# block 1

### Port wiring, block 1

Scale bar: 20 um.
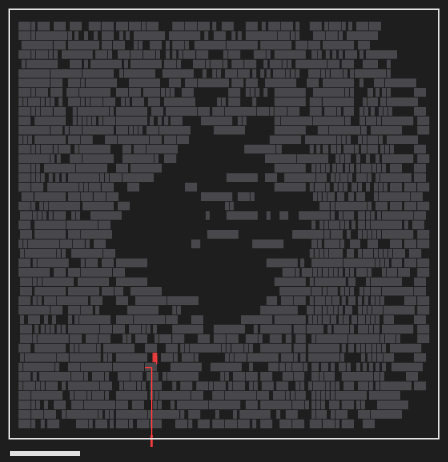

[src/rtl/pipe_pkg.sv]
// Shared pipeline types for the 5-stage MIPS core:
// forwarding selects and the ID/EXE bundle with its bubble value.
package pipe_pkg;

  typedef logic [1:0] fwd_sel_t;

  localparam fwd_sel_t FWD_REG = 2'b00;
  localparam fwd_sel_t FWD_EXE = 2'b01;
  localparam fwd_sel_t FWD_MEM = 2'b10;

  typedef struct packed {
    logic       wreg;
    logic       m2reg;
    logic       wmem;
    logic       aluimm;
    logic       shift;
    logic       is_beq;
    logic       is_bne;
    logic       wz;
    logic [3:0] aluc;
  } ctrl_t;

  localparam ctrl_t CTRL_BUBBLE = '0;

  typedef struct packed {
    ctrl_t       ctrl;
    logic [31:0] a;
    logic [31:0] b;
    logic [31:0] imm;
    logic [4:0]  rs;
    logic [4:0]  rt;
    logic [4:0]  rn;
    fwd_sel_t    fwda;
    fwd_sel_t    fwdb;
  } id_ex_t;

  localparam id_ex_t ID_EX_BUBBLE = '{
    ctrl: CTRL_BUBBLE,
    a:    32'd0,
    b:    32'd0,
    imm:  32'd0,
    rs:   5'd0,
    rt:   5'd0,
    rn:   5'd0,
    fwda: FWD_REG,
    fwdb: FWD_REG
  };

  // EXE result wins over MEM; a load in EXE never forwards.
  function automatic fwd_sel_t fwd_pick(
    input logic [4:0] src,
    input logic       exe_wreg,
    input logic       exe_m2reg,
    input logic [4:0] exe_rn,
    input logic       mem_wreg,
    input logic [4:0] mem_rn
  );
    fwd_sel_t sel;
    sel = FWD_REG;
    if (exe_wreg && exe_rn != 5'd0 &&
        exe_rn == src && !exe_m2reg)
      sel = FWD_EXE;
    else if (mem_wreg && mem_rn != 5'd0 &&
             mem_rn == src)
      sel = FWD_MEM;
    return sel;
  endfunction

endpackage

[src/rtl/id_exe_register_fwd_hazard.sv]
// Load-use detection and next forwarding selects,
// evaluated on ID operands against the EXE and MEM stages.
module hazard_detect
  import pipe_pkg::*;
(
  input  logic [4:0] id_rs,
  input  logic [4:0] id_rt,
  input  logic       id_use_rs,
  input  logic       id_use_rt,
  input  logic       exe_wreg,
  input  logic       exe_m2reg,
  input  logic [4:0] exe_rn,
  input  logic       mem_wreg,
  input  logic [4:0] mem_rn,
  output logic       load_use,
  output logic [1:0] fwda,
  output logic [1:0] fwdb
);

  logic hit_rs;
  logic hit_rt;

  always_comb begin
    hit_rs = id_use_rs && exe_rn == id_rs;
    hit_rt = id_use_rt && exe_rn == id_rt;
    load_use = exe_m2reg && exe_wreg &&
               exe_rn != 5'd0 &&
               (hit_rs || hit_rt);
  end

  always_comb begin
    fwda = fwd_pick(id_rs, exe_wreg, exe_m2reg,
                    exe_rn, mem_wreg, mem_rn);
    fwdb = fwd_pick(id_rt, exe_wreg, exe_m2reg,
                    exe_rn, mem_wreg, mem_rn);
  end

endmodule

[src/rtl/id_exe_register_fwd.sv]
// ID/EXE pipeline register with bubble insertion,
// registered forwarding selects and stall/flush counters.
module id_exe_register_fwd
  import pipe_pkg::*;
#(
  parameter int CNT_W = 16
) (
  input  logic             clk,
  input  logic             clrn,
  input  logic             id_wreg,
  input  logic             id_m2reg,
  input  logic             id_wmem,
  input  logic             id_aluimm,
  input  logic             id_shift,
  input  logic             id_is_beq,
  input  logic             id_is_bne,
  input  logic             id_wz,
  input  logic [3:0]       id_aluc,
  input  logic [31:0]      id_a,
  input  logic [31:0]      id_b,
  input  logic [31:0]      id_imm,
  input  logic [4:0]       id_rs,
  input  logic [4:0]       id_rt,
  input  logic [4:0]       id_rn,
  input  logic             id_use_rs,
  input  logic             id_use_rt,
  input  logic             mem_branch,
  input  logic [4:0]       mem_rn,
  input  logic             mem_wreg,
  output logic             exe_wreg,
  output logic             exe_m2reg,
  output logic             exe_wmem,
  output logic             exe_aluimm,
  output logic             exe_shift,
  output logic             exe_is_beq,
  output logic             exe_is_bne,
  output logic             exe_wz,
  output logic [3:0]       exe_aluc,
  output logic [31:0]      exe_a,
  output logic [31:0]      exe_b,
  output logic [31:0]      exe_imm,
  output logic [4:0]       exe_rs,
  output logic [4:0]       exe_rt,
  output logic [4:0]       exe_rn,
  output logic [1:0]       exe_fwda,
  output logic [1:0]       exe_fwdb,
  output logic             stall,
  output logic [CNT_W-1:0] stall_cnt,
  output logic [CNT_W-1:0] flush_cnt
);

  localparam logic [CNT_W-1:0] CNT_MAX = '1;

  id_ex_t           id_ex_q;
  id_ex_t           id_ex_d;
  logic [CNT_W-1:0] stall_cnt_q;
  logic [CNT_W-1:0] stall_cnt_d;
  logic [CNT_W-1:0] flush_cnt_q;
  logic [CNT_W-1:0] flush_cnt_d;

  logic       load_use;
  logic [1:0] fwda_nx;
  logic [1:0] fwdb_nx;

  hazard_detect u_hazard (
    .id_rs     (id_rs),
    .id_rt     (id_rt),
    .id_use_rs (id_use_rs),
    .id_use_rt (id_use_rt),
    .exe_wreg  (id_ex_q.ctrl.wreg),
    .exe_m2reg (id_ex_q.ctrl.m2reg),
    .exe_rn    (id_ex_q.rn),
    .mem_wreg  (mem_wreg),
    .mem_rn    (mem_rn),
    .load_use  (load_use),
    .fwda      (fwda_nx),
    .fwdb      (fwdb_nx)
  );

  // A flush squashes the stalled instruction too.
  assign stall = load_use && !mem_branch;

  always_comb begin
    id_ex_d = ID_EX_BUBBLE;
    if (!mem_branch && !load_use) begin
      id_ex_d.ctrl.wreg   = id_wreg;
      id_ex_d.ctrl.m2reg  = id_m2reg;
      id_ex_d.ctrl.wmem   = id_wmem;
      id_ex_d.ctrl.aluimm = id_aluimm;
      id_ex_d.ctrl.shift  = id_shift;
      id_ex_d.ctrl.is_beq = id_is_beq;
      id_ex_d.ctrl.is_bne = id_is_bne;
      id_ex_d.ctrl.wz     = id_wz;
      id_ex_d.ctrl.aluc   = id_aluc;
      id_ex_d.a           = id_a;
      id_ex_d.b           = id_b;
      id_ex_d.imm         = id_imm;
      id_ex_d.rs          = id_rs;
      id_ex_d.rt          = id_rt;
      id_ex_d.rn          = id_rn;
      id_ex_d.fwda        = fwda_nx;
      id_ex_d.fwdb        = fwdb_nx;
    end
  end

  always_comb begin
    stall_cnt_d = stall_cnt_q;
    flush_cnt_d = flush_cnt_q;
    if (stall && stall_cnt_q != CNT_MAX)
      stall_cnt_d = stall_cnt_q + 1'b1;
    if (mem_branch && flush_cnt_q != CNT_MAX)
      flush_cnt_d = flush_cnt_q + 1'b1;
  end

  always_ff @(posedge clk or posedge clrn) begin
    if (clrn) begin
      id_ex_q     <= ID_EX_BUBBLE;
      stall_cnt_q <= '0;
      flush_cnt_q <= '0;
    end else begin
      id_ex_q     <= id_ex_d;
      stall_cnt_q <= stall_cnt_d;
      flush_cnt_q <= flush_cnt_d;
    end
  end

  assign exe_wreg   = id_ex_q.ctrl.wreg;
  assign exe_m2reg  = id_ex_q.ctrl.m2reg;
  assign exe_wmem   = id_ex_q.ctrl.wmem;
  assign exe_aluimm = id_ex_q.ctrl.aluimm;
  assign exe_shift  = id_ex_q.ctrl.shift;
  assign exe_is_beq = id_ex_q.ctrl.is_beq;
  assign exe_is_bne = id_ex_q.ctrl.is_bne;
  assign exe_wz     = id_ex_q.ctrl.wz;
  assign exe_aluc   = id_ex_q.ctrl.aluc;
  assign exe_a      = id_ex_q.a;
  assign exe_b      = id_ex_q.b;
  assign exe_imm    = id_ex_q.imm;
  assign exe_rs     = id_ex_q.rs;
  assign exe_rt     = id_ex_q.rt;
  assign exe_rn     = id_ex_q.rn;
  assign exe_fwda   = id_ex_q.fwda;
  assign exe_fwdb   = id_ex_q.fwdb;
  assign stall_cnt  = stall_cnt_q;
  assign flush_cnt  = flush_cnt_q;

endmodule

[config.mk]
export PLATFORM = sky130hd
export DESIGN_NAME = id_exe_register_fwd
export DESIGN_NICKNAME = d
export VERILOG_FILES = /design/src/rtl/pipe_pkg.sv /design/src/rtl/id_exe_register_fwd_hazard.sv /design/src/rtl/id_exe_register_fwd.sv
export SDC_FILE = /design/constraint.sdc
export NUM_CORES = 1
export LEC_CHECK = 0
export ABC_AREA = 1
export CORE_MARGIN = 2
export CORE_UTILIZATION = 45
export CTS_CLUSTER_SIZE = 16
export DETAILED_ROUTE_END_ITERATION = 6
export GPL_ROUTABILITY_DRIVEN = 1
export PLACE_DENSITY = 0.95
export SLEW_MARGIN = 5
export SYNTH_ARGS = -nofsm -noshare
export SYNTH_HDL_FRONTEND = slang
export SYNTH_SLANG_ARGS = --single-unit
export TNS_END_PERCENT = 5
[constraint.sdc]
create_clock -name clk -period 13.5 [get_ports clk]
set_clock_uncertainty 0.15 [all_clocks]
set_input_delay 2.025 -clock clk [delete_from_list [all_inputs] [get_ports clk]]
set_output_delay 2.025 -clock clk [all_outputs]
set_load 0.02 [all_outputs]
# block 2

`src/rtl/seg_scan_if.sv`:
```
// Display-side bundle for seg_scan: digit codes, decimal points and load/blank
// controls going in, shared segment bus and digit enables coming out.
interface seg_scan_if #(
  parameter int DIGITS = 4
);
  logic [4*DIGITS-1:0] sin;
  logic [DIGITS-1:0]   dp_in;
  logic                load;
  logic                blank_lz;
  logic [7:0]          seg;
  logic [DIGITS-1:0]   com;

  modport master (output sin, dp_in, load, blank_lz, input seg, com);
  modport slave  (input sin, dp_in, load, blank_lz, output seg, com);
endinterface

```
`src/rtl/seg_scan.sv`:
```
// Multiplexed N-digit 7-segment scanner with hex decode, per-digit dp,
// leading-zero suppression and frame-boundary (tear-free) value updates.
module seg_scan #(
  parameter int DIGITS = 4,
  parameter int DIV    = 1000,
  parameter int HEX    = 1
) (
  input logic       clk,
  input logic       rst,
  seg_scan_if.slave io
);
  localparam int DW = (DIV > 1) ? $clog2(DIV) : 1;
  localparam int IW = (DIGITS > 1) ? $clog2(DIGITS) : 1;
  localparam logic [DW-1:0] DIV_LAST = DW'(DIV - 1);
  localparam logic [IW-1:0] IDX_LAST = IW'(DIGITS - 1);

  logic [DW-1:0]       div_q, div_d;
  logic [IW-1:0]       idx_q, idx_d;
  logic [4*DIGITS-1:0] pend_q, pend_d, frame_q, frame_d;
  logic [DIGITS-1:0]   pdp_q, pdp_d, fdp_q, fdp_d;
  logic [7:0]          seg_q, seg_d;
  logic [DIGITS-1:0]   com_q, com_d;
  logic                tick, wrap;
  logic [DIGITS-1:0]   lz;
  logic [3:0]          code;
  logic                dp_sel, blank;

  function automatic logic [6:0] dec7(input logic [3:0] c);
    logic [6:0] r;
    case (c)
      4'h0: r = 7'b1111110;
      4'h1: r = 7'b0110000;
      4'h2: r = 7'b1101101;
      4'h3: r = 7'b1111001;
      4'h4: r = 7'b0110011;
      4'h5: r = 7'b1011011;
      4'h6: r = 7'b1011111;
      4'h7: r = 7'b1110000;
      4'h8: r = 7'b1111111;
      4'h9: r = 7'b1111011;
      4'hA: r = (HEX != 0) ? 7'b1110111 : 7'b0000000;
      4'hB: r = (HEX != 0) ? 7'b0011111 : 7'b0000000;
      4'hC: r = (HEX != 0) ? 7'b1001110 : 7'b0000000;
      4'hD: r = (HEX != 0) ? 7'b0111101 : 7'b0000000;
      4'hE: r = (HEX != 0) ? 7'b1001111 : 7'b0000000;
      default: r = (HEX != 0) ? 7'b1000111 : 7'b0000000;
    endcase
    return r;
  endfunction

  always_comb begin
    tick  = (div_q == DIV_LAST);
    wrap  = tick && (idx_q == IDX_LAST);
    div_d = tick ? '0 : div_q + 1'b1;
    idx_d = idx_q;
    if (tick) idx_d = (idx_q == IDX_LAST) ? '0 : idx_q + 1'b1;

    pend_d = io.load ? io.sin : pend_q;
    pdp_d  = io.load ? io.dp_in : pdp_q;
    // Frame only moves at the wrap; a load in that same cycle bypasses pending.
    frame_d = frame_q;
    fdp_d   = fdp_q;
    if (wrap) begin
      frame_d = io.load ? io.sin : pend_q;
      fdp_d   = io.load ? io.dp_in : pdp_q;
    end
  end

  always_comb begin
    lz = '1;
    for (int unsigned i = 0; i < DIGITS; i++) begin
      for (int unsigned j = i; j < DIGITS; j++) begin
        if (frame_q[4*j +: 4] != 4'd0) lz[i] = 1'b0;
      end
    end
  end

  always_comb begin
    code   = '0;
    dp_sel = 1'b0;
    blank  = 1'b0;
    com_d  = '0;
    for (int unsigned i = 0; i < DIGITS; i++) begin
      if (idx_q == IW'(i)) begin
        code     = frame_q[4*i +: 4];
        dp_sel   = fdp_q[i];
        blank    = io.blank_lz && lz[i] && (i != 0);
        com_d[i] = 1'b1;
      end
    end
    seg_d = {(blank ? 7'b0000000 : dec7(code)), dp_sel};
  end

  always_ff @(posedge clk) begin
    if (rst) begin
      div_q   <= '0;
      idx_q   <= '0;
      pend_q  <= '0;
      pdp_q   <= '0;
      frame_q <= '0;
      fdp_q   <= '0;
      seg_q   <= '0;
      com_q   <= '0;
    end else begin
      div_q   <= div_d;
      idx_q   <= idx_d;
      pend_q  <= pend_d;
      pdp_q   <= pdp_d;
      frame_q <= frame_d;
      fdp_q   <= fdp_d;
      seg_q   <= seg_d;
      com_q   <= com_d;
    end
  end

  assign io.seg = seg_q;
  assign io.com = com_q;
endmodule

```
`src/flat_wrapper.sv`:
```
// flat-port wrapper written by rule: the top's interface ports become plain ports
module seg_scan_flat 
#(
  parameter int DIGITS = 4,
  parameter int DIV    = 1000,
  parameter int HEX    = 1
)
  (clk, rst, io_sin, io_dp_in, io_load, io_blank_lz, io_seg, io_com);
  seg_scan_if #(.DIGITS(DIGITS)) io_i ();
  input logic clk;
  input logic rst;
  input wire logic [$bits(io_i.sin)-1:0] io_sin;
  input wire logic [$bits(io_i.dp_in)-1:0] io_dp_in;
  input wire logic [$bits(io_i.load)-1:0] io_load;
  input wire logic [$bits(io_i.blank_lz)-1:0] io_blank_lz;
  output wire logic [$bits(io_i.seg)-1:0] io_seg;
  output wire logic [$bits(io_i.com)-1:0] io_com;
  assign io_i.sin = io_sin;
  assign io_i.dp_in = io_dp_in;
  assign io_i.load = io_load;
  assign io_i.blank_lz = io_blank_lz;
  assign io_seg = io_i.seg;
  assign io_com = io_i.com;
  seg_scan #(.DIGITS(DIGITS), .DIV(DIV), .HEX(HEX)) u_core (.clk(clk), .rst(rst), .io(io_i));
endmodule
```
`config.mk`:
```
export PLATFORM = sky130hd
export DESIGN_NAME = seg_scan_flat
export DESIGN_NICKNAME = d
export VERILOG_FILES = /design/src/rtl/seg_scan_if.sv /design/src/rtl/seg_scan.sv /design/src/flat_wrapper.sv
export SDC_FILE = /design/constraint.sdc
export NUM_CORES = 1
export LEC_CHECK = 0
export CAP_MARGIN = 15
export CORE_ASPECT_RATIO = 0.5
export CORE_UTILIZATION = 35
export CTS_BUF_LIST = sky130_fd_sc_hd__clkbuf_8
export CTS_CLUSTER_SIZE = 16
export DETAILED_ROUTE_END_ITERATION = 8
export GPL_TIMING_DRIVEN = 0
export PLACE_DENSITY_LB_ADDON = 0.12
export REMOVE_ABC_BUFFERS = 1
export SYNTH_ARGS = -nofsm -noshare
export SYNTH_HDL_FRONTEND = slang
export SYNTH_SLANG_ARGS = --single-unit
```
`constraint.sdc`:
```
create_clock -name clk -period 2 [get_ports clk]
set_input_delay 0.2 -clock clk [delete_from_list [all_inputs] [get_ports clk]]
set_output_delay 0.2 -clock clk [all_outputs]
set_load 0.02 [all_outputs]
```
# block 3

### src/rtl/timer_pkg.sv
`default_nettype none
// ============================================================================
// Module      : timer_pkg
// Description : Shared definitions for the timer run-control slice: FSM state
//               encoding and the default debounce timing for a 50 MHz clock.
// Revision    : 1.0 - initial release
// ============================================================================
package timer_pkg;

    // Run-control FSM states; the state bit doubles as the timer enable.
    typedef enum logic {
        ST_STOPPED = 1'b0,
        ST_RUNNING = 1'b1
    } state_t;

    // 10 ms of stable key level at 50 MHz.
    localparam int c_debounce_bits_50mhz  = 20;
    localparam int c_debounce_count_50mhz = 500000;

endpackage : timer_pkg
`default_nettype wire

### src/rtl/key_debounce.sv
`default_nettype none
// ============================================================================
// Module      : key_debounce
// Description : Synchronises one raw active-low push button and accepts a
//               level change only after DEBOUNCE_COUNT consecutive cycles of
//               disagreement with the accepted level. Emits a one-cycle press
//               pulse when the accepted level falls; releases are silent.
// Ports       : clk    - system clock
//               rst    - asynchronous active-high reset
//               key_n  - raw button, active-low, asynchronous to clk
//               press  - registered one-cycle pulse per accepted press
// Revision    : 1.0 - initial release
// ============================================================================
module key_debounce
    import timer_pkg::*;
#(
    parameter int DEBOUNCE_BITS  = c_debounce_bits_50mhz,
    parameter int DEBOUNCE_COUNT = c_debounce_count_50mhz
) (
    input  logic clk,
    input  logic rst,
    input  logic key_n,
    output logic press
);

    localparam logic [DEBOUNCE_BITS-1:0] c_cnt_last = DEBOUNCE_BITS'(DEBOUNCE_COUNT - 1);

    logic                     r_sync1;
    logic                     r_sync2;
    logic                     r_stable;
    logic                     r_stable_d;
    logic [DEBOUNCE_BITS-1:0] r_cnt;
    logic                     r_press;

    always_ff @(posedge clk or posedge rst) begin
        if (rst) begin
            r_sync1    <= 1'b1;
            r_sync2    <= 1'b1;
            r_stable   <= 1'b1;
            r_stable_d <= 1'b1;
            r_cnt      <= '0;
            r_press    <= 1'b0;
        end else begin
            r_sync1    <= key_n;
            r_sync2    <= r_sync1;
            r_stable_d <= r_stable;
            // A falling accepted level seen one cycle late keeps the pulse
            // fully registered and exactly one cycle wide.
            r_press    <= r_stable_d & ~r_stable;

            if (r_sync2 == r_stable) begin
                r_cnt <= '0;
            end else if (r_cnt == c_cnt_last) begin
                r_stable <= r_sync2;
                r_cnt    <= '0;
            end else begin
                r_cnt <= r_cnt + 1'b1;
            end
        end
    end

    assign press = r_press;

endmodule : key_debounce
`default_nettype wire

### src/rtl/timer_control.sv
`default_nettype none
// ============================================================================
// Module      : timer_control
// Description : Input conditioning and run control for an up/down timer.
//               Debounces start/stop, direction and load buttons and runs a
//               STOPPED/RUNNING FSM that drives the timer enable, direction
//               and load pulse, auto-stopping a countdown at zero.
// Ports       : clk         - system clock (50 MHz)
//               rst         - asynchronous active-high reset
//               key_start_n - raw start/stop button, active-low
//               key_dir_n   - raw direction button, active-low
//               key_load_n  - raw load button, active-low
//               at_zero     - timer reports all digits zero
//               en          - timer count enable (level)
//               up          - timer direction, 1 = up
//               load        - one-cycle load pulse
//               done        - one-cycle pulse when a countdown hits zero
//               running     - FSM in RUNNING, for an LED
// Revision    : 1.0 - initial release
// ============================================================================
module timer_control
    import timer_pkg::*;
#(
    parameter int   DEBOUNCE_BITS  = c_debounce_bits_50mhz,
    parameter int   DEBOUNCE_COUNT = c_debounce_count_50mhz,
    parameter logic RESET_UP       = 1'b1
) (
    input  logic clk,
    input  logic rst,
    input  logic key_start_n,
    input  logic key_dir_n,
    input  logic key_load_n,
    input  logic at_zero,
    output logic en,
    output logic up,
    output logic load,
    output logic done,
    output logic running
);

    // Key index: 0 = start/stop, 1 = direction, 2 = load.
    logic [2:0] w_keys_n;
    logic [2:0] w_press;
    logic       w_start_press;
    logic       w_dir_press;
    logic       w_load_press;
    logic       w_down_at_zero;

    state_t     r_state;
    logic       r_up;
    logic       r_load;
    logic       r_done;

    assign w_keys_n = {key_load_n, key_dir_n, key_start_n};

    for (genvar gi = 0; gi < 3; gi++) begin : g_key
        key_debounce #(
            .DEBOUNCE_BITS  (DEBOUNCE_BITS),
            .DEBOUNCE_COUNT (DEBOUNCE_COUNT)
        ) u_key_debounce (
            .clk   (clk),
            .rst   (rst),
            .key_n (w_keys_n[gi]),
            .press (w_press[gi])
        );
    end

    assign w_start_press  = w_press[0];
    assign w_dir_press    = w_press[1];
    assign w_load_press   = w_press[2];

    // Uses the registered direction, so a same-cycle direction toggle only
    // affects the zero check from the following cycle on.
    assign w_down_at_zero = ~r_up & at_zero;

    always_ff @(posedge clk or posedge rst) begin
        if (rst) begin
            r_state <= ST_STOPPED;
            r_up    <= RESET_UP;
            r_load  <= 1'b0;
            r_done  <= 1'b0;
        end else begin
            r_load <= 1'b0;
            r_done <= 1'b0;

            // Direction toggles independently of any start/load action.
            if (w_dir_press) begin
                r_up <= ~r_up;
            end

            if (w_load_press) begin
                // Load overrides everything, including a same-cycle start
                // and a countdown reaching zero.
                r_load  <= 1'b1;
                r_state <= ST_STOPPED;
            end else begin
                case (r_state)
                    ST_STOPPED: begin
                        // Refuse to start a countdown already at zero so the
                        // timer never wraps below zero.
                        if (w_start_press && !w_down_at_zero) begin
                            r_state <= ST_RUNNING;
                        end
                    end
                    ST_RUNNING: begin
                        if (w_down_at_zero) begin
                            r_state <= ST_STOPPED;
                            r_done  <= 1'b1;
                        end else if (w_start_press) begin
                            r_state <= ST_STOPPED;
                        end
                    end
                    default: r_state <= ST_STOPPED;
                endcase
            end
        end
    end

    assign en      = (r_state == ST_RUNNING);
    assign running = (r_state == ST_RUNNING);
    assign up      = r_up;
    assign load    = r_load;
    assign done    = r_done;

endmodule : timer_control
`default_nettype wire

### config.mk
export PLATFORM = sky130hd
export DESIGN_NAME = timer_control
export DESIGN_NICKNAME = d
export VERILOG_FILES = /design/src/rtl/timer_pkg.sv /design/src/rtl/key_debounce.sv /design/src/rtl/timer_control.sv
export SDC_FILE = /design/constraint.sdc
export NUM_CORES = 1
export LEC_CHECK = 0
export ABC_CLOCK_PERIOD_IN_PS = 2400
export CORE_MARGIN = 2
export CORE_UTILIZATION = 45
export CTS_CLUSTER_DIAMETER = 150
export DETAILED_ROUTE_END_ITERATION = 6
export MAX_ROUTING_LAYER = met4
export PLACE_DENSITY_LB_ADDON = 0.3
export SLEW_MARGIN = 20
export SYNTH_ARGS = -nofsm -noshare
export SYNTH_HDL_FRONTEND = slang
export SYNTH_HIERARCHICAL = 1
export SYNTH_SLANG_ARGS = --single-unit
### constraint.sdc
create_clock -name clk -period 2.4 [get_ports clk]
set_clock_uncertainty 0.05 [all_clocks]
set_input_delay 0.48 -clock clk [delete_from_list [all_inputs] [get_ports clk]]
set_output_delay 0.48 -clock clk [all_outputs]
set_load 0.005 [all_outputs]
# block 4

`src/rtl/hazard_ctrl.sv`:
```
// Hazard unit: operand forwarding selects, load-use/branch stall-flush control and data-cache miss freeze.
// Latency: forwarding and stall/flush are combinational; miss FSM is registered (RUN->REQ->WAIT*->RESUME->RUN).
// Backpressure: a miss stalls every pipeline register until the refill completes; no flushes fire while frozen.
module hazard_ctrl #(
  parameter int DATA_WIDTH = 32,
  parameter int TIMEOUT    = 64
) (
  input  logic                  clk,
  input  logic                  rst_n,
  input  logic [4:0]            i_Rs1D,
  input  logic [4:0]            i_Rs2D,
  input  logic [4:0]            i_Rs1E,
  input  logic [4:0]            i_Rs2E,
  input  logic [4:0]            i_RdE,
  input  logic                  i_ResultSrcE0,
  input  logic                  i_PCSrcE,
  input  logic [4:0]            i_RdM,
  input  logic                  i_RegWriteM,
  input  logic [4:0]            i_RdW,
  input  logic                  i_RegWriteW,
  input  logic                  i_CacheMissM,
  input  logic                  i_MemRefillDone,
  output logic [1:0]            o_ForwardAE,
  output logic [1:0]            o_ForwardBE,
  output logic                  o_StallF,
  output logic                  o_StallD,
  output logic                  o_StallE,
  output logic                  o_StallM,
  output logic                  o_FlushD,
  output logic                  o_FlushE,
  output logic                  o_MemReq,
  output logic                  o_RefillTimeout,
  output logic [DATA_WIDTH-1:0] o_StallCycles
);

  localparam int CW = $clog2(TIMEOUT + 1);

  typedef enum logic [1:0] {
    S_RUN    = 2'd0,
    S_REQ    = 2'd1,
    S_WAIT   = 2'd2,
    S_RESUME = 2'd3
  } state_t;

  state_t                r_state;
  state_t                w_state_nxt;
  logic [CW-1:0]         r_wait_cnt;
  logic                  r_timeout;
  logic [DATA_WIDTH-1:0] r_stall_cycles;

  logic [1:0] w_fwd_a;
  logic [1:0] w_fwd_b;
  logic       w_lw_stall;
  logic       w_miss_stall;
  logic       w_stall_f;
  logic       w_stall_d;
  logic       w_stall_e;
  logic       w_stall_m;
  logic       w_flush_d;
  logic       w_flush_e;
  logic       w_mem_req;

  // M-stage result has priority over W-stage; x0 is never forwarded.
  function automatic logic [1:0] fwd_sel(input logic [4:0] rs,
                                         input logic [4:0] rd_m, input logic wr_m,
                                         input logic [4:0] rd_w, input logic wr_w);
    logic [1:0] sel;
    sel = 2'b00;
    if (wr_m && (rd_m != 5'd0) && (rd_m == rs)) begin
      sel = 2'b10;
    end else if (wr_w && (rd_w != 5'd0) && (rd_w == rs)) begin
      sel = 2'b01;
    end
    return sel;
  endfunction

  // Forwarding selects and load-use detection, independent of the miss FSM.
  always_comb begin
    w_fwd_a    = fwd_sel(i_Rs1E, i_RdM, i_RegWriteM, i_RdW, i_RegWriteW);
    w_fwd_b    = fwd_sel(i_Rs2E, i_RdM, i_RegWriteM, i_RdW, i_RegWriteW);
    w_lw_stall = i_ResultSrcE0 && (i_RdE != 5'd0) &&
                 ((i_RdE == i_Rs1D) || (i_RdE == i_Rs2D));
  end

  // Miss FSM state register.
  always_ff @(posedge clk or negedge rst_n) begin
    if (!rst_n) begin
      r_state <= S_RUN;
    end else begin
      r_state <= w_state_nxt;
    end
  end

  // Miss FSM next state plus stall/flush/request decode.
  always_comb begin
    w_state_nxt  = r_state;
    w_miss_stall = 1'b0;
    w_mem_req    = 1'b0;
    w_stall_f    = 1'b0;
    w_stall_d    = 1'b0;
    w_stall_e    = 1'b0;
    w_stall_m    = 1'b0;
    w_flush_d    = 1'b0;
    w_flush_e    = 1'b0;
    unique case (r_state)
      S_RUN: begin
        w_miss_stall = i_CacheMissM;
        if (i_CacheMissM) begin
          w_state_nxt = S_REQ;
        end
      end
      S_REQ: begin
        w_miss_stall = 1'b1;
        w_mem_req    = 1'b1;
        w_state_nxt  = i_MemRefillDone ? S_RESUME : S_WAIT;
      end
      S_WAIT: begin
        w_miss_stall = 1'b1;
        if (i_MemRefillDone) begin
          w_state_nxt = S_RESUME;
        end
      end
      S_RESUME: begin
        // Extra cycle for the line write and re-lookup before releasing the pipe.
        w_miss_stall = 1'b1;
        w_state_nxt  = S_RUN;
      end
      default: begin
        w_state_nxt = S_RUN;
      end
    endcase

    if (w_miss_stall) begin
      // Freeze everything; a pending branch or load-use stays in D/E and is handled after RESUME.
      w_stall_f = 1'b1;
      w_stall_d = 1'b1;
      w_stall_e = 1'b1;
      w_stall_m = 1'b1;
    end else begin
      w_stall_f = w_lw_stall;
      w_stall_d = w_lw_stall;
      w_flush_e = w_lw_stall | i_PCSrcE;
      w_flush_d = i_PCSrcE;
    end
  end

  // Refill wait counter and sticky timeout flag; the FSM keeps waiting after a timeout.
  always_ff @(posedge clk or negedge rst_n) begin
    if (!rst_n) begin
      r_wait_cnt <= '0;
      r_timeout  <= 1'b0;
    end else begin
      if (r_state == S_REQ) begin
        r_wait_cnt <= '0;
      end else if (r_state == S_WAIT) begin
        if (i_MemRefillDone) begin
          r_wait_cnt <= '0;
        end else begin
          if (r_wait_cnt != CW'(TIMEOUT)) begin
            r_wait_cnt <= r_wait_cnt + 1'b1;
          end
          if (r_wait_cnt == CW'(TIMEOUT - 1)) begin
            r_timeout <= 1'b1;
          end
        end
      end
    end
  end

  // Saturating count of cycles in which the PC is held.
  always_ff @(posedge clk or negedge rst_n) begin
    if (!rst_n) begin
      r_stall_cycles <= '0;
    end else if (w_stall_f && (r_stall_cycles != {DATA_WIDTH{1'b1}})) begin
      r_stall_cycles <= r_stall_cycles + 1'b1;
    end
  end

  // All outputs are held at zero while reset is asserted, including the combinational ones.
  always_comb begin
    o_ForwardAE     = rst_n ? w_fwd_a   : 2'b00;
    o_ForwardBE     = rst_n ? w_fwd_b   : 2'b00;
    o_StallF        = rst_n & w_stall_f;
    o_StallD        = rst_n & w_stall_d;
    o_StallE        = rst_n & w_stall_e;
    o_StallM        = rst_n & w_stall_m;
    o_FlushD        = rst_n & w_flush_d;
    o_FlushE        = rst_n & w_flush_e;
    o_MemReq        = rst_n & w_mem_req;
    o_RefillTimeout = rst_n & r_timeout;
    o_StallCycles   = rst_n ? r_stall_cycles : '0;
  end

endmodule

```
`config.mk`:
```
export PLATFORM = sky130hd
export DESIGN_NAME = hazard_ctrl
export DESIGN_NICKNAME = d
export VERILOG_FILES = /design/src/rtl/hazard_ctrl.sv
export SDC_FILE = /design/constraint.sdc
export NUM_CORES = 1
export LEC_CHECK = 0
export ABC_CLOCK_PERIOD_IN_PS = 2100
export CORE_AREA = 2 2 79 96
export CTS_CLUSTER_DIAMETER = 120
export DETAILED_ROUTE_END_ITERATION = 8
export DIE_AREA = 0 0 81 98
export PLACE_DENSITY_LB_ADDON = 0.2
export SYNTH_ARGS = -nofsm -noshare
export SYNTH_HDL_FRONTEND = slang
export SYNTH_SLANG_ARGS = --single-unit
```
`constraint.sdc`:
```
create_clock -name clk -period 2.1 [get_ports clk]
set_input_delay 0.21 -clock clk [delete_from_list [all_inputs] [get_ports clk]]
set_output_delay 0.21 -clock clk [all_outputs]
set_load 0.1 [all_outputs]
```
### Clock distribution, block 3

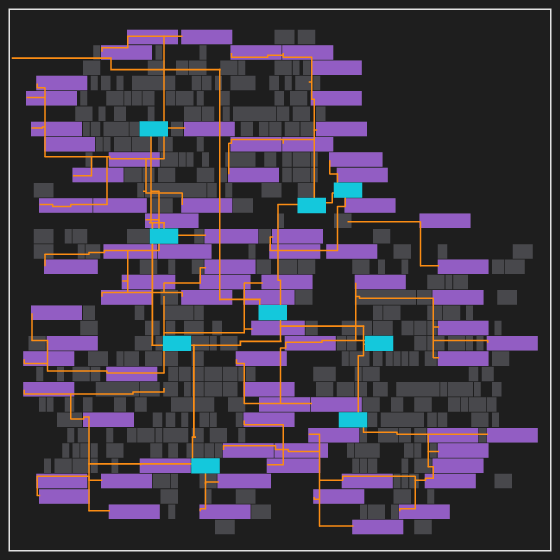
purple -> flip-flops  # count 79
orange -> clock wires  # length 1000 um
cyan -> cells driving clock nets  # count 9
routed clock nets = 10
flops lie = all over the die
P_clk: 1.10 mW
clock network power share: 0.429
Skew-Pair Late Insertion Delay: 350 ps

### Sequential cells grouped by signal name, block 3

Other sequential cells in the stronger grey, the rest of the logic in the fainter grey.
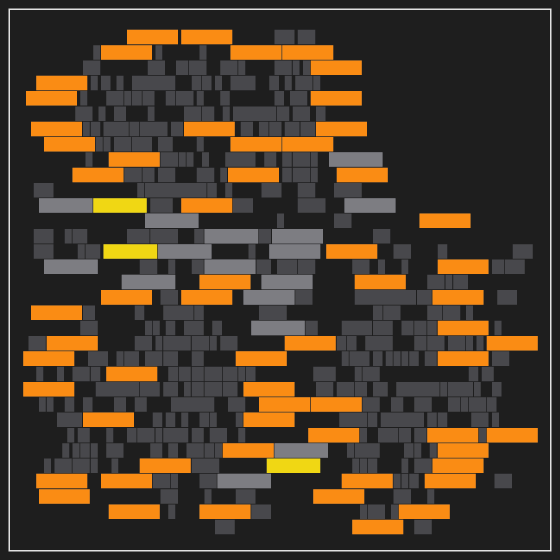
yellow -> g_key.u_key_debounce/r_sync2  # sequential cells 3
orange -> g_key.u_key_debounce/r_cnt  # sequential cells 60, where all over the die
Seq/total area: 0.466
Reg area: 1990 um^2
post-layout util: 0.521

==> results.toml, block 3 <==
# yosys + openroad results
[synth]
synth-seq-cells = 79
synthCells = 356
ys_seq_frac = 0.524
netlist_area_um2 = 3800

[pwr]
intPower_mw = 1.98
largestPowerGroup = "registers"
p_leak_nw = 1.73
p_per_area_nw_per_um2 = 599

[worst_setup_path]
path_buffers = 1

[cts]
clk_pin_slew_worst_paths_ps = 90
cts_buffers = 9
hold_buffers = 0

[cells_and_area]
fin_nets = 387
buffers = 18
final_cell_mix = "66 x dfrtp_1, 57 x nor2_1, 40 x xnor2_1, 24 x nand2_1, 21 x nand3_1"

[detailed_routing]
drtIter0Drc = 95

[outcome]
outcome = "finished, final reports clean"

[placement]
placed_cell_area_um2 = 4060
-- block 3: metal layers --
| metal | routed length (um) | up-vias |
|---|---|---|
| li1 | - | 1277 |
| met2 | 3160 | 32 |
| met3 | 163 | 10 |
| met4 | 102 | 0 |
| met5 | 0 | - |
| met1 | 3310 | 1277 |
-- block 3: stage by stage --
stage	std cells	total power, mW
finish	488	2.56
detailed placement	472	1.49
floorplan	356	1.46
global placement	472	1.49
global route	488	2.68
CTS	488	2.59
-- block 3: sequential cells by signal, indices dropped and copies added (netlist names) --
signal,flops
g_key.u_key_debounce/r_sync1,3
load,1
g_key.u_key_debounce/r_stable,3
up,1
g_key.u_key_debounce/r_stable_d,3
en,1
done,1
g_key.u_key_debounce/press,3
g_key.u_key_debounce/r_cnt,60
g_key.u_key_debounce/r_sync2,3
-- block 3: kinds of logic after synthesis --
group | after synthesis | share of synthesized area
xor+xnor | 50 | 0.115
compound gates | 15 | 0.0247
mux | 9 | 0.0247
fa+ha+maj | 3 | 0.00987
buf+inv | 17 | 0.0197
simple gates | 183 | 0.282
flops | 79 | 0.524
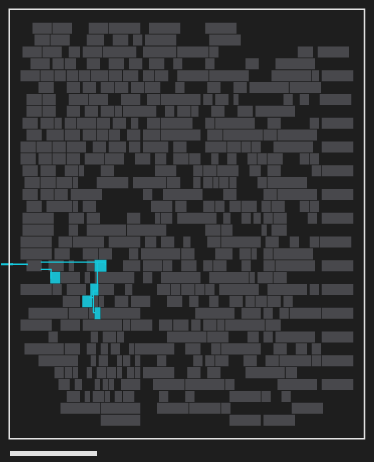
*Port wiring, block 4*
Scale bar: 20 um.
cyan -> i_MemRefillDone  # bits 1, direction input, edge left, end cells 5, buffers 1, wire 37.3 um
Port Buf Inserts: 86
Top Ports: 87

==> results.toml, block 4 <==
# yosys + openroad results
[cts]
cts_tree = "done"

[timing]
setup-tns-final_ps = 0
rsz0062_at_grt = "false"
slew_headroom = 0.756
finalMaxSlewViolations = 0
worst_slack_ps = 58.5
timing.hold.ws_ps = 464

[detailed_routing]
viasPerCell = 5.27
drtPass1Iterations = 4

[pwr]
pg_seq_mw = 1.08
comb_power_share = 0.506
pg_clk_mw = 0.548
power_mw = 3.29
p_clk_frac = 0.167

[synth]
syn_avg_cell_area_um2 = 9.60
ys_chip_area_um2 = 2950
synth.area.mux_share = 0.0144
yosys_warnings = 0

[placement]
placed_cell_area_um2 = 4420
pre_cts_ws_ps = -176
hpwl_um = 5410

[flow_run]
drv_cap = 0
warning_count = 32

[cells_and_area]
final_common_cell = "buf_12"

[floorplan]
rows = 34
die_w_um = 81

[worst_setup_path]
path_class = "in2out"

[global_route]
grt_max_degree = 81

[outcome]
outcome = "finished, final reports clean"
block 4: sequential cells by signal, summed over array words and instances, names as in the netlist:
register        cells
r_wait_cnt          7
r_stall_cycles     32
r_timeout           1
r_state             2
block 4: final cells by class:
cell class	count	area, um^2
Antenna cell	1	2.50
Clock buffer	6	82.6
Clock inverter	2	12.5
Fill cell	589	2400
Inverter	9	33.8
Multi-Input combinational cell	241	1870
Sequential cell	42	1050
Tap cell	90	113
Timing Repair Buffer	105	1500
block 4: worst max-delay path, cell delays in order:
cell and delay, ps:
clkdlybuf4s50_1 460, or4_4 520, o21ai_4 170, nor2_1 50, o211a_1 240, buf_12 170
block 4: repair_timing:
action,4_1_cts,5_1_grt
cloned,0,1
setup buffers,0,1
hold buffers,1,0
endpoints found under the setup margin,7,15
pin swaps,2,10
hold endpoints to repair,35,0
gates resized,7,26
block 4: cell usage after synthesis (7+ instances only):
library cell,count
and2_1,38
and3_1,14
nand2_1,11
nand4_1,18
inv_1,9
nand3_1,13
ha_1,7
xor2_1,25
nor2_1,8
dfrtp_1,42
xnor2_1,38
nand3_2,9
block 4: layer usage:
layer,wire [um],track usage
met1,2920,0.222
met4,122,0.0522
met5,0,0
met3,340,0.0379
met2,3880,0.329
### Sequential cells grouped by signal name, block 1

Other sequential cells in the stronger grey, the rest of the logic in the fainter grey.
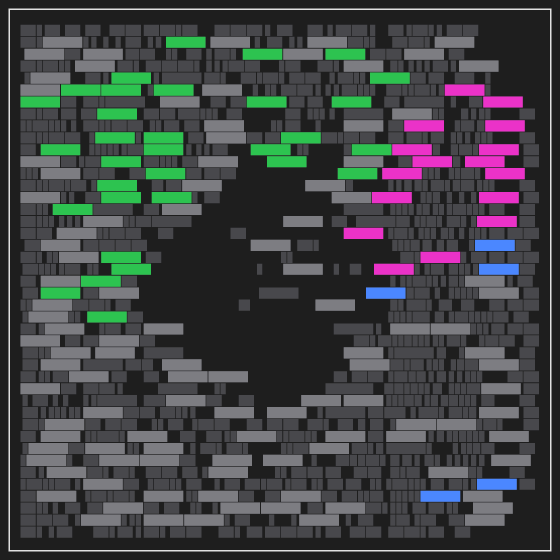
green -> exe_b  # sequential cells 32
magenta -> stall_cnt  # sequential cells 16
blue -> exe_rt  # sequential cells 5
not coloured = 106
post-layout util: 0.724
Seq/total area: 0.397
Seq group: 0.528 mW
Reg area: 3980 um^2

About 'Port wiring' of block 1:
red -> id_wmem  # bits 1, direction input, edge bottom, end cells 1, buffers 1, wire 24.4 um
Top Ports: 294
Port Buf Inserts: 293

==> results.toml, block 1 <==
# yosys + openroad results
[cells_and_area]
final_cell_mix = "293 x clkdlybuf4s50_1, 159 x dfrtp_1, 152 x nor2_1, 150 x inv_1, 123 x nand2_1"
drive_above_1_share = 0.0407
final_common_cell = "clkdlybuf4s50_1"
postLayoutCellArea_um2 = 10000
finalNonFillerCells = 1188

[placement]
placed_cell_area_um2 = 9450
hpwl_um = 14200
placed_cells = 1156

[pwr]
p_leak_nw = 5.00
p_clk_frac = 0.380
seqPwrFrac = 0.438
p_per_area_nw_per_um2 = 120

[worst_setup_path]
endpoint = "stall"
critPathTopFamily = "buffers and inverters"
crit_path_max_incr_delay_ps = 590
cp_slowest_cell = "clkdlybuf4s50_1"
ff2ff_setup_slack_ps = 10580
reg2reg_from = "exe_rn[0]$_DFF_PP0_"

[synth]
top_cell = "dfrtp_1"
ys_top_logic_family = "simple AND/OR/NAND/NOR gates"
synth.area.mux_share = 0
synthTopCellsByArea = "dfrtp_1 62%, nor2_1 9.0%, inv_1 8.9%"
syn_avg_cell_area_um2 = 9.12
top_cell_area_share = 0.625
synth_top_cell_by_area = "dfrtp_1"
simple_gate_share = 0.204

[cts]
post_cts_buffers = 0
cts.htree.levels = 4
cts_buffers = 17

[flow_run]
warning_count = 26
drv_cap = 0

[timing]
tightest_slew_ps = 1000
finalMaxSlewViolations = 0
finalClockPeriodUsage = 0.458

[detailed_routing]
drc = 1
wl_per_cell_um = 16.0

[hold_path]
hold_path_startpoint = "flush_cnt[9]$_DFFE_PP0P_"

[outcome]
outcome = "complete, but fails checks"
violations = "design-rule violations"

[global_route]
grt_first_pass_wirelength_um = 28900
-- block 1: layer usage --
| layer | global-route usage | share of wire | vias to the layer above |
|---|---|---|---|
| met5 | 0 | 0 | - |
| met4 | 0.111 | 0.032 | 0 |
| met3 | 0.0899 | 0.082 | 59 |
| met2 | 0.465 | 0.54 | 264 |
| met1 | 0.265 | 0.35 | 2646 |
| li1 | - | - | 2608 |
-- block 1: cell type report --
cell class,instances,area (um^2)
clock buffer,23,488
timing repair buffer,295,2950
fill,935,3810
sequential,159,3980
inverter,153,579
multi-input combinational,369,1720
tap,180,225
clock inverter,9,82.6
-- block 1: registers in the layout, summed over array words and instances (netlist names) --
name        flops
exe_is_bne      1
exe_aluimm      1
exe_rt          5
exe_shift       1
exe_wz          1
exe_m2reg       1
exe_rn          5
exe_fwda        2
flush_cnt      16
exe_wreg        1
stall_cnt      16
exe_a          32
exe_imm        32
exe_wmem        1
exe_rs          5
exe_is_beq      1
exe_b          32
exe_fwdb        2
exe_aluc        4
-- block 1: worst register-to-register path, delay by kind of cell, from the launching register on --
kind / cells / cell delay, ps
and+or+nand+nor: 8 / 1410
DFF: 1 / 460
buffers and inverters: 2 / 760
### Signal wires on met1, block 2

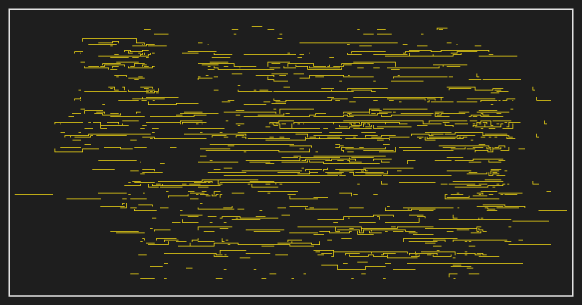
main direction = horizontal
nets with wire on the layer = 334
longest straight run = 26.7 um
Via Count: 2169
drt total wl: 6080 um

==> results.toml, block 2 <==
# yosys + openroad results
[cts]
hold_buffers = 0

[synth]
yosys_warnings = 0
synth-main-ff-cell = "dfxtp_1"
synthTopCellsByArea = "dfxtp_1 45%, a211oi_2 8.8%, nor2_1 7.7%"
synth_top_cell_by_area = "dfxtp_1"

[pwr]
comb_power_mw = 0.176
seqPwrFrac = 0.475

[outcome]
outcome = "finished, final reports clean"

[worst_setup_path]
crit_fanout = 14
reg2reg_from = "u_core.idx_q[1]$_SDFFE_PP0P_"
worstSetupPathDepth = 8
crit_start = "u_core.idx_q[1]$_SDFFE_PP0P_"

[cells_and_area]
postLayoutCellArea_um2 = 3880

[placement]
portBuffers = 35

[detailed_routing]
postRouteAntennaNets = 0

[timing]
hold_viol = 0
[block 2: area by class of cell]
| cell class | instances | area, um^2 | share of cell area |
|---|---|---|---|
| sequential | 64 | 1290 | 0.332 |
| clock buffer | 12 | 165 | 0.0426 |
| inverter | 8 | 37.5 | 0.00967 |
| clock inverter | 4 | 67.6 | 0.0174 |
| timing repair buffer | 58 | 558 | 0.144 |
| multi-input combinational | 201 | 1630 | 0.420 |
| tap | 108 | 135 | 0.0348 |
[block 2: flip-flops by register name (all words and copies together) (netlist names)]
register,cells
u_core.div_q,10
u_core.fdp_q,4
u_core.frame_q,16
u_core.idx_q,2
u_core.io.com,4
u_core.io.seg,8
u_core.pdp_q,4
u_core.pend_q,16
[block 2: metal layers]
| metal | global-route usage | part of all wire | vias up |
|---|---|---|---|
| met3 | 0.0647 | 0.037 | 8 |
| met2 | 0.243 | 0.47 | 25 |
| met4 | 0.0567 | 0.010 | 0 |
| li1 | - | - | 1109 |
| met5 | 0 | 0 | - |
| met1 | 0.177 | 0.48 | 1027 |
[block 2: timing repair]
action | in CTS | in global routing
setup buffers | 11 | 10
gates resized | 23 | 24
setup endpoints to repair | 27 | 26
cloned | 0 | 1
pin swaps | 5 | 12

## Gallery

Routing congestion map.
shot_01.png
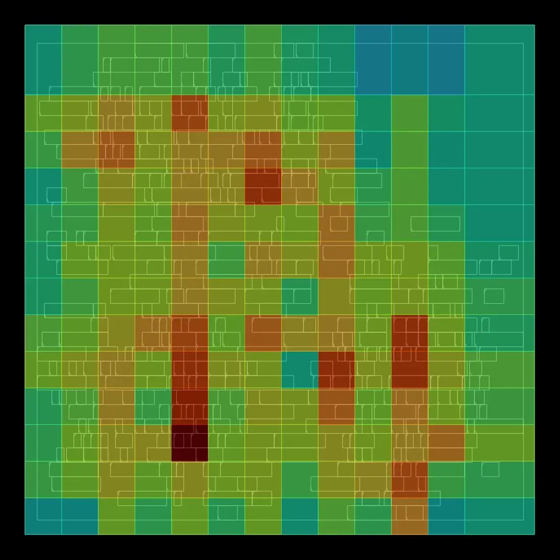
shot_02.png
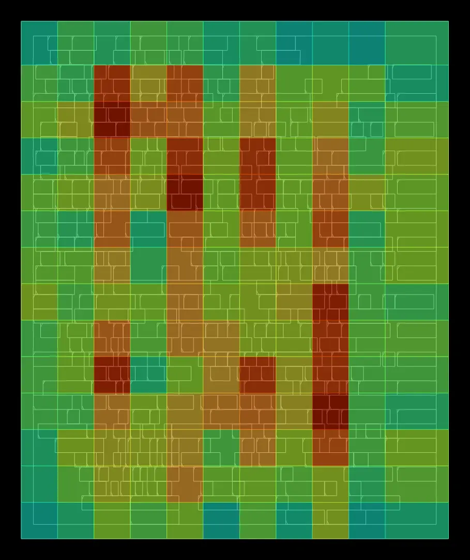
shot_03.png
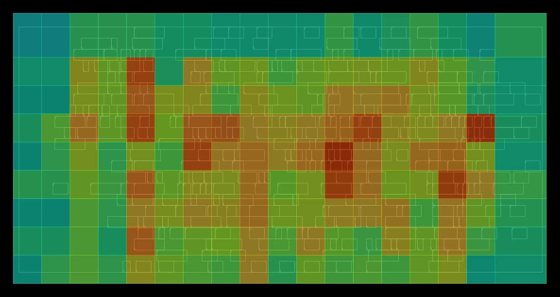
shot_04.png
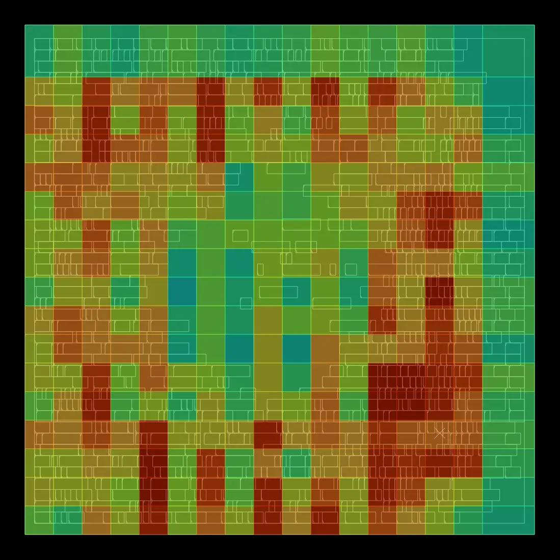
| from | picture |
|---|---|
| block 2 | shot_03.png |
| block 3 | shot_01.png |
| block 1 | shot_04.png |
| block 4 | shot_02.png |
Of these, lowest track usage: shot_03.png



==> screenshots <==
Clock distribution.
Plate I
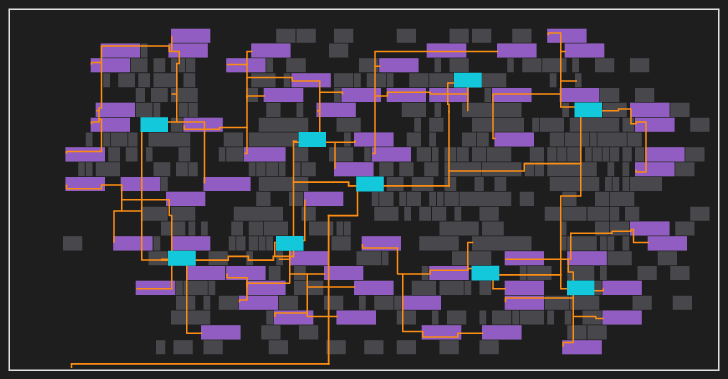
Plate II
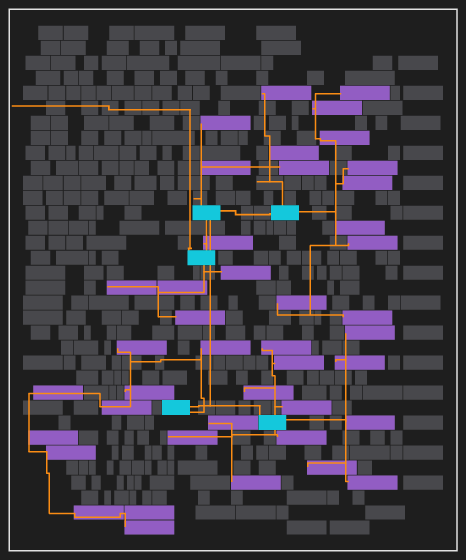
Plate III
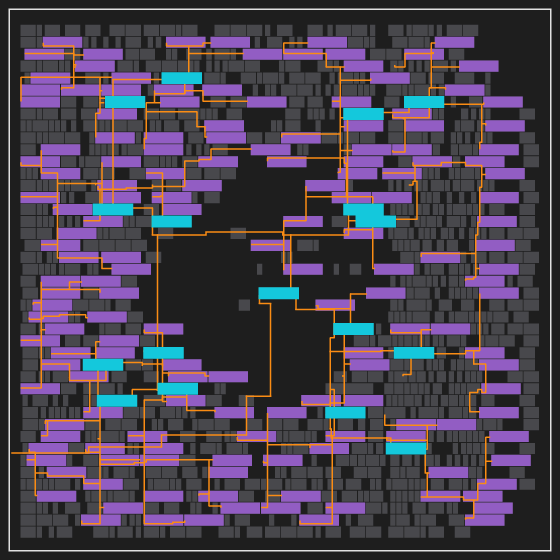
block 2: Plate I
block 4: Plate II
block 1: Plate III
- most sequential cells: Plate III
- fewest sequential cells: Plate II

No activity file was given, so power comes from the tool's default toggle rates.
